# design 1

Fig. 1: design 1, routed clock nets over the placement
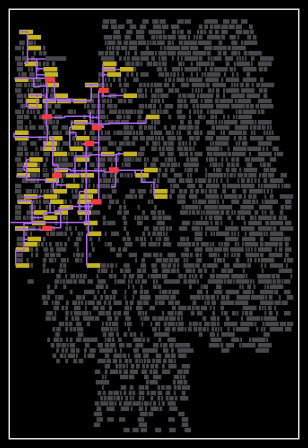

`src/rtl/stage_2.sv`:
```
// Range-update stage of the arithmetic encoder: multiplicative range update,
// bool symbols, renormalization, and per-symbol low increment / shift output.
module stage_2 #(
  parameter int RANGE_WIDTH    = 16,
  parameter int SYMBOL_WIDTH   = 4,
  parameter int LUT_DATA_WIDTH = 16,
  parameter int D_WIDTH        = 4
) (
  input  logic                      clk_stage_2,
  input  logic                      reset,
  input  logic                      flush,
  input  logic                      in_valid,
  output logic                      in_ready,
  input  logic [RANGE_WIDTH-1:0]    UU,
  input  logic [RANGE_WIDTH-1:0]    VV,
  input  logic                      COMP_mux_1,
  input  logic                      bool_n,
  input  logic [SYMBOL_WIDTH-1:0]   symbol,
  input  logic [LUT_DATA_WIDTH-1:0] lut_u,
  input  logic [LUT_DATA_WIDTH-1:0] lut_v,
  output logic                      out_valid,
  input  logic                      out_ready,
  output logic [RANGE_WIDTH-1:0]    low_add,
  output logic [D_WIDTH-1:0]        shift_d,
  output logic [RANGE_WIDTH-1:0]    range_out,
  output logic [15:0]               sym_count,
  output logic                      err
);

  localparam int PW = RANGE_WIDTH + 8;
  typedef logic [RANGE_WIDTH-1:0] rng_t;
  typedef logic [RANGE_WIDTH:0]   ext_t;
  typedef logic [PW-1:0]          prod_t;

  localparam rng_t RNG_INIT = {1'b1, {(RANGE_WIDTH-1){1'b0}}};
  localparam ext_t BOOL_INC = {{(RANGE_WIDTH-2){1'b0}}, 3'd4};

  // Shift needed to bring the top set bit of x up to the MSB position.
  function automatic logic [D_WIDTH-1:0] lead_zeros(input rng_t x);
    logic [D_WIDTH-1:0] n;
    n = {D_WIDTH{1'b0}};
    for (int i = 0; i < RANGE_WIDTH; i++) begin
      if (x[i]) begin
        n = D_WIDTH'(RANGE_WIDTH - 1 - i);
      end else begin
        n = n;
      end
    end
    return n;
  endfunction

  rng_t               rng_r;
  rng_t               low_add_r;
  rng_t               range_out_r;
  logic [D_WIDTH-1:0] shift_d_r;
  logic [15:0]        sym_count_r;
  logic               out_valid_r;
  logic               err_r;

  logic [7:0]         r8_s;
  ext_t               pu_s, pv_s, u_s, vn_s, vb_s;
  rng_t               rng_p_s, low_add_s, rng_next_s;
  logic [D_WIDTH-1:0] d_s;
  logic               zero_s, accept_s, unused_s;

  assign in_ready = ~flush & (~out_valid_r | out_ready);
  assign accept_s = in_valid & in_ready;

  assign r8_s = rng_r[RANGE_WIDTH-1 -: 8];
  assign pu_s = ext_t'((prod_t'(r8_s) * prod_t'(UU)) >> 1);
  assign pv_s = ext_t'((prod_t'(r8_s) * prod_t'(VV)) >> 1);
  assign u_s  = pu_s + ext_t'(lut_u);
  assign vn_s = pv_s + ext_t'(lut_v);
  assign vb_s = pv_s + BOOL_INC;
  assign unused_s = ^symbol[SYMBOL_WIDTH-1:1];

  // Select the unnormalized new range and the low increment for this symbol.
  always_comb begin
    low_add_s = {RANGE_WIDTH{1'b0}};
    rng_p_s   = {RANGE_WIDTH{1'b0}};
    if (!bool_n) begin
      if (symbol[0]) begin
        low_add_s = rng_t'(ext_t'(rng_r) - vb_s);
        rng_p_s   = rng_t'(vb_s);
      end else begin
        low_add_s = {RANGE_WIDTH{1'b0}};
        rng_p_s   = rng_t'(ext_t'(rng_r) - vb_s);
      end
    end else if (COMP_mux_1) begin
      low_add_s = rng_t'(ext_t'(rng_r) - u_s);
      rng_p_s   = rng_t'(u_s - vn_s);
    end else begin
      low_add_s = {RANGE_WIDTH{1'b0}};
      rng_p_s   = rng_t'(ext_t'(rng_r) - vn_s);
    end
  end

  // A zero range cannot be normalized; fall back to the reset range.
  assign zero_s     = (rng_p_s == {RANGE_WIDTH{1'b0}});
  assign d_s        = zero_s ? {D_WIDTH{1'b0}} : lead_zeros(rng_p_s);
  assign rng_next_s = zero_s ? RNG_INIT : (rng_p_s << d_s);

  // Range feedback, output registers, symbol counter and sticky error.
  always_ff @(posedge clk_stage_2) begin
    if (reset) begin
      rng_r       <= RNG_INIT;
      low_add_r   <= {RANGE_WIDTH{1'b0}};
      range_out_r <= RNG_INIT;
      shift_d_r   <= {D_WIDTH{1'b0}};
      sym_count_r <= 16'd0;
      out_valid_r <= 1'b0;
      err_r       <= 1'b0;
    end else begin
      if (flush) begin
        rng_r       <= RNG_INIT;
        sym_count_r <= 16'd0;
      end else if (accept_s) begin
        rng_r       <= rng_next_s;
        low_add_r   <= low_add_s;
        range_out_r <= rng_next_s;
        shift_d_r   <= d_s;
        sym_count_r <= sym_count_r + 16'd1;
        err_r       <= err_r | zero_s;
      end else begin
        rng_r <= rng_r;
      end
      if (accept_s) begin
        out_valid_r <= 1'b1;
      end else if (out_ready) begin
        out_valid_r <= 1'b0;
      end else begin
        out_valid_r <= out_valid_r;
      end
    end
  end

  assign out_valid = out_valid_r;
  assign low_add   = low_add_r;
  assign shift_d   = shift_d_r;
  assign range_out = range_out_r;
  assign sym_count = sym_count_r;
  assign err       = err_r;

endmodule

```
`config.mk`:
```
export PLATFORM = sky130hd
export DESIGN_NAME = stage_2
export DESIGN_NICKNAME = d
export VERILOG_FILES = /design/src/rtl/stage_2.sv
export SDC_FILE = /design/constraint.sdc
export NUM_CORES = 1
export LEC_CHECK = 0
export CAP_MARGIN = 10
export CORE_ASPECT_RATIO = 1.5
export CORE_MARGIN = 2
export CORE_UTILIZATION = 45
export CTS_BUF_LIST = sky130_fd_sc_hd__clkbuf_8
export DETAILED_ROUTE_END_ITERATION = 6
export GPL_TIMING_DRIVEN = 0
export PLACE_DENSITY = 0.75
export SYNTH_ARGS = -nofsm -noshare
export SYNTH_HDL_FRONTEND = slang
export SYNTH_SLANG_ARGS = --single-unit
```
`constraint.sdc`:
```
create_clock -name clk_stage_2 -period 12.8 [get_ports clk_stage_2]
set_input_delay 1.92 -clock clk_stage_2 [delete_from_list [all_inputs] [get_ports clk_stage_2]]
set_output_delay 1.92 -clock clk_stage_2 [all_outputs]
set_load 0.005 [all_outputs]
```
# design 2

`src/rtl/stopwatch_pkg.sv`:
```
// Shared constants for the MM:SS stopwatch core: state encoding, counter limits and widths.
package stopwatch_pkg;

    localparam int SEC_W = 6;
    localparam int MIN_W = 7;

    localparam int SEC_MAX_DEF = 59;
    localparam int MIN_MAX_DEF = 99;

    localparam logic [1:0] ST_IDLE  = 2'd0;
    localparam logic [1:0] ST_RUN   = 2'd1;
    localparam logic [1:0] ST_PAUSE = 2'd2;
    localparam logic [1:0] ST_LAP   = 2'd3;

endpackage

```
`src/rtl/stopwatch_upcounter.sv`:
```
// Modulo up-counter 0..MAX with synchronous clear and a combinational terminal-count carry.
module upcounter #(
    parameter int WIDTH = 6,
    parameter int MAX   = 59
) (
    input  logic             clk,
    input  logic             rst_n,
    input  logic             count_en,
    input  logic             clear,
    output logic [WIDTH-1:0] binary,
    output logic             carry
);

    localparam logic [WIDTH-1:0] MAX_V = WIDTH'(MAX);
    localparam logic [WIDTH-1:0] ONE_V = WIDTH'(1);

    assign carry = count_en && (binary == MAX_V);

    // Count register: clear wins, then wrap at MAX, otherwise increment on enable.
    always_ff @(posedge clk or negedge rst_n) begin
        if (!rst_n) begin
            binary <= '0;
        end else if (clear) begin
            binary <= '0;
        end else if (count_en) begin
            if (binary == MAX_V) begin
                binary <= '0;
            end else begin
                binary <= binary + ONE_V;
            end
        end else begin
            binary <= binary;
        end
    end

endmodule

```
`src/rtl/stopwatch_counter.sv`:
```
// Stopwatch core: start/pause/lap/clear FSM driving chained seconds/minutes counters,
// with a lap freeze register, sticky overflow flag and display mux.
module stopwatch_counter
    import stopwatch_pkg::*;
#(
    parameter int SEC_MAX = SEC_MAX_DEF,
    parameter int MIN_MAX = MIN_MAX_DEF
) (
    input  logic             clk,
    input  logic             rst_n,
    input  logic             tick_en,
    input  logic             start_pause,
    input  logic             lap,
    input  logic             clear,
    output logic [SEC_W-1:0] sec,
    output logic [MIN_W-1:0] min,
    output logic [SEC_W-1:0] disp_sec,
    output logic [MIN_W-1:0] disp_min,
    output logic             running,
    output logic             lap_active,
    output logic             overflow
);

    logic [1:0]       state_r;
    logic [1:0]       next_state_s;
    logic             count_en_s;
    logic             sec_carry_s;
    logic             min_carry_s;
    logic             clear_s;
    logic             lap_cap_s;
    logic [SEC_W-1:0] lap_sec_r;
    logic [MIN_W-1:0] lap_min_r;
    logic             overflow_r;

    assign count_en_s = tick_en && ((state_r == ST_RUN) || (state_r == ST_LAP));
    // Only PAUSE honours clear; elsewhere the pulse is dropped.
    assign clear_s    = (state_r == ST_PAUSE) && clear;
    assign lap_cap_s  = (state_r == ST_RUN) && !start_pause && lap;

    upcounter #(.WIDTH(SEC_W), .MAX(SEC_MAX)) u_sec (
        .clk      (clk),
        .rst_n    (rst_n),
        .count_en (count_en_s),
        .clear    (clear_s),
        .binary   (sec),
        .carry    (sec_carry_s)
    );

    upcounter #(.WIDTH(MIN_W), .MAX(MIN_MAX)) u_min (
        .clk      (clk),
        .rst_n    (rst_n),
        .count_en (sec_carry_s),
        .clear    (clear_s),
        .binary   (min),
        .carry    (min_carry_s)
    );

    // Next-state decode with clear > start_pause > lap priority inside each state.
    always_comb begin
        next_state_s = state_r;
        case (state_r)
            ST_IDLE: begin
                if (start_pause) next_state_s = ST_RUN;
                else             next_state_s = ST_IDLE;
            end
            ST_RUN: begin
                if (start_pause) next_state_s = ST_PAUSE;
                else if (lap)    next_state_s = ST_LAP;
                else             next_state_s = ST_RUN;
            end
            ST_LAP: begin
                if (start_pause) next_state_s = ST_PAUSE;
                else if (lap)    next_state_s = ST_RUN;
                else             next_state_s = ST_LAP;
            end
            ST_PAUSE: begin
                if (clear)            next_state_s = ST_IDLE;
                else if (start_pause) next_state_s = ST_RUN;
                else                  next_state_s = ST_PAUSE;
            end
            default: next_state_s = ST_IDLE;
        endcase
    end

    // State register.
    always_ff @(posedge clk or negedge rst_n) begin
        if (!rst_n) begin
            state_r <= ST_IDLE;
        end else begin
            state_r <= next_state_s;
        end
    end

    // Lap register captures the pre-increment live value; sticky overflow set on full wrap.
    always_ff @(posedge clk or negedge rst_n) begin
        if (!rst_n) begin
            lap_sec_r  <= '0;
            lap_min_r  <= '0;
            overflow_r <= 1'b0;
        end else if (clear_s) begin
            lap_sec_r  <= '0;
            lap_min_r  <= '0;
            overflow_r <= 1'b0;
        end else begin
            if (lap_cap_s) begin
                lap_sec_r <= sec;
                lap_min_r <= min;
            end else begin
                lap_sec_r <= lap_sec_r;
                lap_min_r <= lap_min_r;
            end
            overflow_r <= overflow_r | min_carry_s;
        end
    end

    // Display mux: frozen lap value while in LAP, live value otherwise.
    always_comb begin
        disp_sec = sec;
        disp_min = min;
        if (state_r == ST_LAP) begin
            disp_sec = lap_sec_r;
            disp_min = lap_min_r;
        end else begin
            disp_sec = sec;
            disp_min = min;
        end
    end

    assign running    = (state_r == ST_RUN) || (state_r == ST_LAP);
    assign lap_active = (state_r == ST_LAP);
    assign overflow   = overflow_r;

endmodule

```
`config.mk`:
```
export PLATFORM = sky130hd
export DESIGN_NAME = stopwatch_counter
export DESIGN_NICKNAME = d
export VERILOG_FILES = /design/src/rtl/stopwatch_pkg.sv /design/src/rtl/stopwatch_upcounter.sv /design/src/rtl/stopwatch_counter.sv
export SDC_FILE = /design/constraint.sdc
export NUM_CORES = 1
export LEC_CHECK = 0
export CORE_MARGIN = 10
export CORE_UTILIZATION = 44
export CTS_CLUSTER_DIAMETER = 50
export DETAILED_ROUTE_END_ITERATION = 6
export GPL_TIMING_DRIVEN = 0
export PLACE_DENSITY = 0.78
export SLEW_MARGIN = 20
export SYNTH_ARGS = -nofsm -noshare
export SYNTH_HDL_FRONTEND = slang
export SYNTH_SLANG_ARGS = --single-unit
```
`constraint.sdc`:
```
create_clock -name clk -period 1.6 [get_ports clk]
set_clock_uncertainty 0.2 [all_clocks]
set_input_delay 0.32 -clock clk [delete_from_list [all_inputs] [get_ports clk]]
set_output_delay 0.32 -clock clk [all_outputs]
set_load 0.01 [all_outputs]
```
# design 3

<file path="src/rtl/conv_seq.sv">
// conv_seq: job sequencer for a small convolution PE array.
// Streams ifmap bytes then filter bytes from one upstream valid/ready port
// into two serial loaders. It then waits for the array to settle, drains
// the serialized result bytes, and pulses done when the job is finished.
//
// Handshake: an upstream byte transfers on every rising edge where
// in_valid && in_ready. in_ready is a pure decode of the registered state
// and never depends on in_valid. The outputs out_valid/out_data have no
// backpressure.
module conv_seq #(
    parameter int IFMAP_BYTES    = 25,
    parameter int FILTER_BYTES   = 9,
    parameter int COMPUTE_CYCLES = 3,
    parameter int OUT_BYTES      = 9
) (
    input  logic       clk,
    input  logic       rst,
    input  logic       start,
    input  logic       in_valid,
    input  logic [7:0] in_data,
    output logic       in_ready,
    output logic [7:0] ifmap_byte,
    output logic [7:0] filter_byte,
    output logic       done_serial1,
    output logic       done_serial2,
    output logic       done_para,
    input  logic [7:0] res_in,
    output logic       out_valid,
    output logic [7:0] out_data,
    output logic       busy,
    output logic       done,
    output logic [2:0] state_dbg
);

    // Counter must reach COMPUTE_CYCLES and OUT_BYTES, not only their minus-one.
    localparam int MAX_LOAD = (IFMAP_BYTES > FILTER_BYTES) ? IFMAP_BYTES : FILTER_BYTES;
    localparam int MAX_TAIL = (OUT_BYTES > COMPUTE_CYCLES) ? OUT_BYTES : COMPUTE_CYCLES;
    localparam int MAX_CNT  = (MAX_LOAD > MAX_TAIL) ? MAX_LOAD : MAX_TAIL;
    localparam int CW       = $clog2(MAX_CNT + 1);

    localparam logic [CW-1:0] IF_LAST   = CW'(IFMAP_BYTES - 1);
    localparam logic [CW-1:0] FLT_LAST  = CW'(FILTER_BYTES - 1);
    localparam logic [CW-1:0] COMP_LAST = CW'(COMPUTE_CYCLES);
    localparam logic [CW-1:0] OUT_LAST  = CW'(OUT_BYTES - 1);
    localparam logic [CW-1:0] OUT_END   = CW'(OUT_BYTES);

    typedef enum logic [2:0] {
        IDLE     = 3'd0,
        LOAD_IF  = 3'd1,
        LOAD_FLT = 3'd2,
        COMPUTE  = 3'd3,
        DRAIN    = 3'd4
    } state_t;

    state_t          state;
    logic   [CW-1:0] cnt;
    logic            beat;

    assign in_ready  = (state == LOAD_IF) || (state == LOAD_FLT);
    assign busy      = (state != IDLE);
    assign state_dbg = state;
    assign beat      = in_valid && in_ready;

    // Sequencer. COMPUTE is entered in the same cycle as the last filter
    // strobe, so it counts 0..COMPUTE_CYCLES. That leaves exactly
    // COMPUTE_CYCLES quiet cycles after the strobe. DRAIN stays one extra
    // cycle so the last registered out_valid lands before done and IDLE.
    always_ff @(posedge clk or negedge rst) begin
        if (!rst) begin
            state        <= IDLE;
            cnt          <= '0;
            ifmap_byte   <= 8'h00;
            filter_byte  <= 8'h00;
            done_serial1 <= 1'b0;
            done_serial2 <= 1'b0;
            done_para    <= 1'b0;
            out_valid    <= 1'b0;
            out_data     <= 8'h00;
            done         <= 1'b0;
        end else begin
            done_serial1 <= 1'b0;
            done_serial2 <= 1'b0;
            done         <= 1'b0;
            out_valid    <= done_para;
            if (done_para) begin
                out_data <= res_in;
            end
            unique case (state)
                IDLE: begin
                    if (start) begin
                        state <= LOAD_IF;
                        cnt   <= '0;
                    end
                end
                LOAD_IF: begin
                    if (beat) begin
                        ifmap_byte   <= in_data;
                        done_serial1 <= 1'b1;
                        if (cnt == IF_LAST) begin
                            state <= LOAD_FLT;
                            cnt   <= '0;
                        end else begin
                            cnt <= cnt + 1'b1;
                        end
                    end
                end
                LOAD_FLT: begin
                    if (beat) begin
                        filter_byte  <= in_data;
                        done_serial2 <= 1'b1;
                        if (cnt == FLT_LAST) begin
                            state <= COMPUTE;
                            cnt   <= '0;
                        end else begin
                            cnt <= cnt + 1'b1;
                        end
                    end
                end
                COMPUTE: begin
                    if (cnt == COMP_LAST) begin
                        state     <= DRAIN;
                        cnt       <= '0;
                        done_para <= 1'b1;
                    end else begin
                        cnt <= cnt + 1'b1;
                    end
                end
                DRAIN: begin
                    if (cnt == OUT_LAST) begin
                        done_para <= 1'b0;
                    end
                    if (cnt == OUT_END) begin
                        state <= IDLE;
                        cnt   <= '0;
                        done  <= 1'b1;
                    end else begin
                        cnt <= cnt + 1'b1;
                    end
                end
                default: begin
                    state <= IDLE;
                    cnt   <= '0;
                end
            endcase
        end
    end

endmodule
</file>
<file path="config.mk">
export PLATFORM = sky130hd
export DESIGN_NAME = conv_seq
export DESIGN_NICKNAME = d
export VERILOG_FILES = /design/src/rtl/conv_seq.sv
export SDC_FILE = /design/constraint.sdc
export NUM_CORES = 1
export LEC_CHECK = 0
export CORE_MARGIN = 10
export CORE_UTILIZATION = 43
export DETAILED_ROUTE_END_ITERATION = 7
export PLACE_DENSITY_LB_ADDON = 0.25
export SLEW_MARGIN = 25
export SYNTH_ARGS = -nofsm -noshare
export SYNTH_HDL_FRONTEND = slang
export SYNTH_SLANG_ARGS = --single-unit
</file>
<file path="constraint.sdc">
create_clock -name clk -period 3.05 [get_ports clk]
set_clock_uncertainty 0.05 [all_clocks]
set_input_delay 0.915 -clock clk [delete_from_list [all_inputs] [get_ports clk]]
set_output_delay 0.915 -clock clk [all_outputs]
set_load 0.1 [all_outputs]
</file>
Fig. 2: design 1, placement density heat map
The die is cut into 15 by 22 equal tiles; dark blue is low, red is high, 0 to 100% covered.
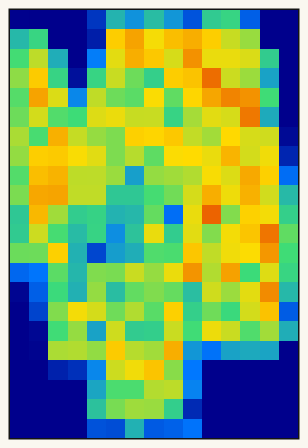
nearly empty tiles	17%
tiles over 75% full	16%
fullest tile	89%
mean over tiles	48%
Pre-Place Util: 0.458
core area: 30400 sq um
utilization after layout: 0.523

Notes on Fig. 1 above:
[red] cells driving clock nets | count: 9
[yellow] flip-flops | count: 70
[purple] clock wires | length: 970 um
routed clock nets	10
Clock Skew: 0.00990 ns

==> results.py, design 1 <==
# Flow results
metrics = {
    "yosys": {
        "synth-edff-count": 0,
        "syn_area_per_cell_sq_um": 8.05,
        "aoi_share": 0.184,
        "yosysMostFrequentCell": "inv_1",
        "ys_seq_frac": 0.101,
    },
    "global_route": {
        "first_global_vias": 13531,
        "grt_max_degree": 15,
        "busiest_layer": "met2",
        "grt_pass1_wl_um": 69900,
        "grtUsageMet2": 0.489,
        "grt_util_met3": 0.0364,
    },
    "setup_path": {
        "worst-setup-path-type": "primary input to flop",
        "max_stage_delay_ns": 0.64,
    },
    "routing": {
        "route.detailed.wl_per_inst_um": 19.5,
        "met1_length_um": 15700,
        "drtIter0Drc": 829,
    },
    "placed_design": {
        "place_area_sq_um": 15700,
        "hpwl_um": 37100,
        "dpl_worst_slack_ns": 1.72,
        "numPortBuffers": 124,
    },
    "floorplan": {
        "tapCellCount": 400,
        "die_h_um": 219,
    },
    "timing": {
        "drv_slew": 0,
        "tns_ns": 0,
        "tightest_slew_ns": 0.775,
        "setup_violations": 0,
        "hold_ws_ns": 0.466,
    },
    "clocking": {
        "clock-sinks": 70,
    },
    "hold_path": {
        "min_from": "range_out[6]",
        "holdPathEnd": "range_out[6]",
    },
    "layout": {
        "dominant_cells": "combinational gates",
        "clock_area_frac": 0.0144,
        "seq_share": 0.0882,
        "stdcell_area_sq_um": 15900,
    },
    "status": {
        "status": "finished, final reports clean",
    },
    "flow_run": {
        "drv_cap": 0,
    },
}
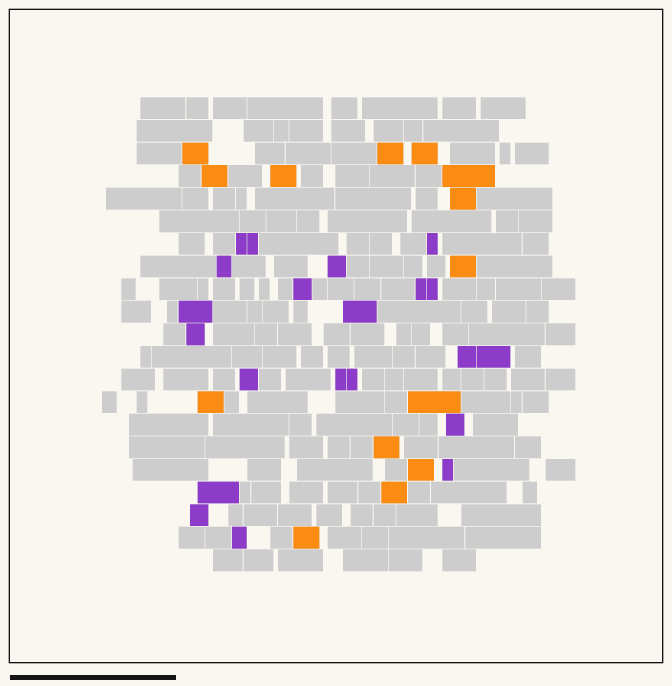
Fig. 3. Gate-type map (design 2).
Bar = 20 um.
colour	family	cells	most used
orange	AND-OR and OR-AND gates	14	a22o_1
purple	NOR gates	21	nor2_1

==> results.py, design 2 <==
# Flow results
metrics = {
    "timing": {
        "hold_ws_ns": 0.310,
        "fin_ws_ns": -0.440,
        "max_freq_mhz": 490,
        "setup_violations": 44,
    },
    "status": {
        "violations": "negative setup slack",
        "status": "finished, violations left",
    },
    "layout": {
        "nNonClkBuffers": 82,
        "dominant_cells": "combinational gates",
        "comb_cells": 94,
        "fin_nets": 221,
        "register_area_sq_um": 738,
    },
    "clocking": {
        "cts-resized-gates": 126,
    },
    "setup_path": {
        "crit_buf_inv": 3,
        "worstPathMaxFanout": 6,
    },
    "floorplan": {
        "dieWidth_um": 78.5,
    },
    "flow_run": {
        "warning_count": 29,
    },
    "hold_path": {
        "hold_class": "flop to flop",
    },
    "yosys": {
        "netlist_area_sq_um": 1500,
    },
}
Fig. 4: design 3, gate-type map
Bar = 20 um.
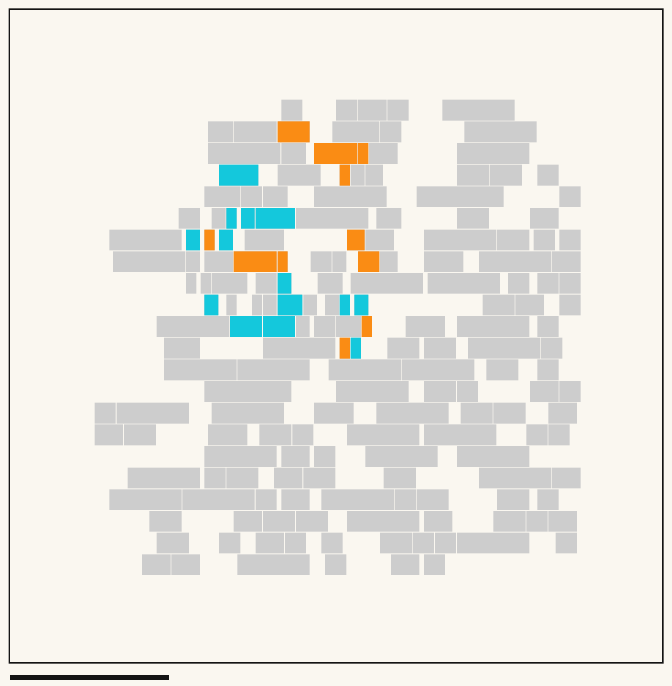
colour	family	cells	most used
orange	NOR gates	11	nor2_1
cyan	NAND gates	14	nand3_1

Fig. 5: design 3, wiring by layer
Bar = 20 um.
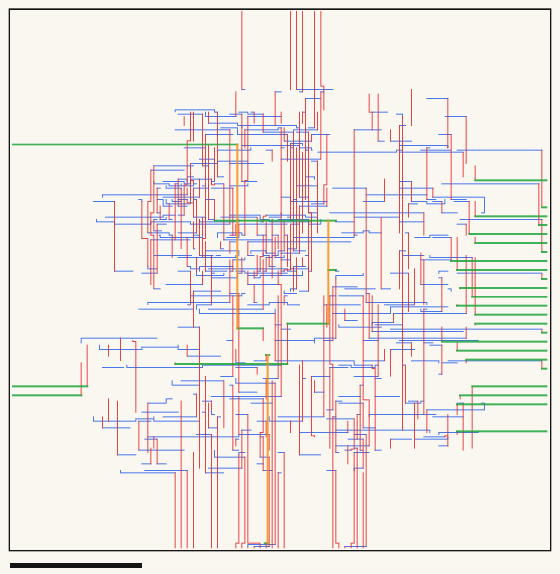
colour	layer	wire length
blue	met1	1460 um
orange	met4	72.1 um
red	met2	1830 um
green	met3	332 um

==> results.py, design 3 <==
# Flow results
metrics = {
    "clocking": {
        "cts_buffer_depth": 2,
        "root_buffer": "clkbuf_8",
        "cts-resized-gates": 0,
        "post-cts-setup-buffers": 0,
        "cts_made_buffers": 5,
        "holdBufCountCts": 0,
    },
    "placed_design": {
        "dpl_worst_slack_ns": 0.563,
        "routabilityCongestion": 0.811,
        "hpwl_um": 2870,
    },
    "layout": {
        "design.seq.count": 37,
        "nNonClkBuffers": 54,
        "syn_to_final_growth_pct": 38.0,
        "seq_share": 0.407,
        "combGateArea_sq_um": 686,
        "top_regs": "filter_byte x8, ifmap_byte x8, out_data x8",
        "drive_above_1_share": 0.400,
        "dominant_cells": "flip-flops and latches",
    },
    "yosys": {
        "aoi_share": 0.0728,
        "ys_sh_simple": 0.116,
        "netlist_top_cells_count": "dfrtp_1, mux2_2, nor2_1",
        "topCellsByArea": "dfrtp_1, mux2_2, mux2_1",
        "ys_types": 33,
    },
    "floorplan": {
        "io-pin-count": 54,
        "dieWidth_um": 82.0,
    },
    "routing": {
        "ant_nets": 0,
        "drtIter0Drc": 38,
        "met1_length_um": 1460,
        "vias": 1160,
        "dr.pass1.iters": 3,
    },
    "setup_path": {
        "crit_arrival_ns": 1.53,
        "crit_path_end_kind": "output port",
        "cp.required_ns": 2.08,
        "reg2reg_from": "cnt[0]",
    },
    "global_route": {
        "grt_util_met3": 0.0513,
        "overflow": 0,
        "antenna_found_initial": 0,
        "grt_pass1_wl_um": 5900,
        "first_global_vias": 1179,
    },
    "status": {
        "status": "finished, final reports clean",
    },
    "timing": {
        "max_freq_mhz": 401,
    },
    "hold_path": {
        "hold_class": "flop to flop",
    },
    "flow_run": {
        "drv_cap": 0,
    },
}

## Gallery

Routing congestion map.
image #1
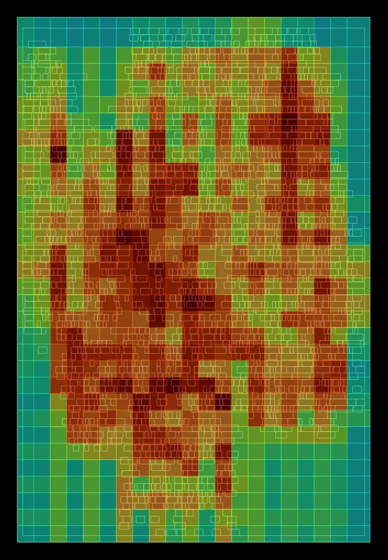
image #2
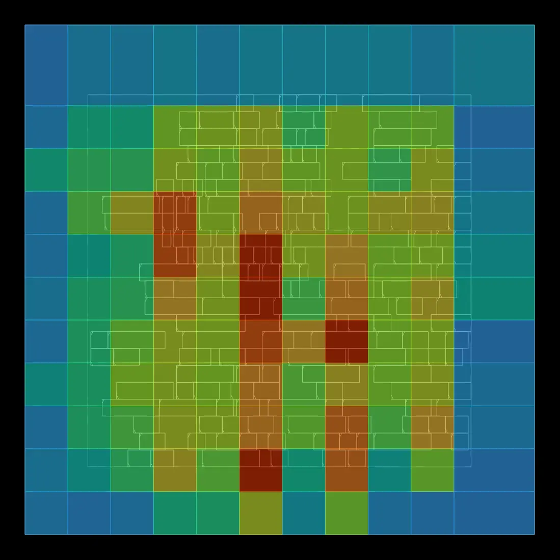
image #3
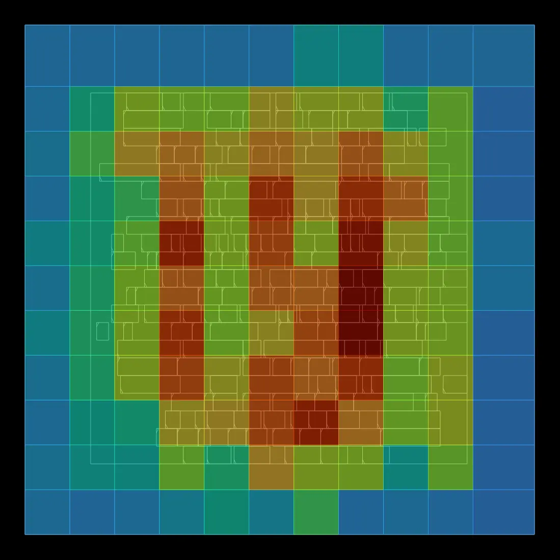
design 3 -> image #2
design 1 -> image #1
design 2 -> image #3
- lowest utilization: image #1
- lowest track usage: image #2


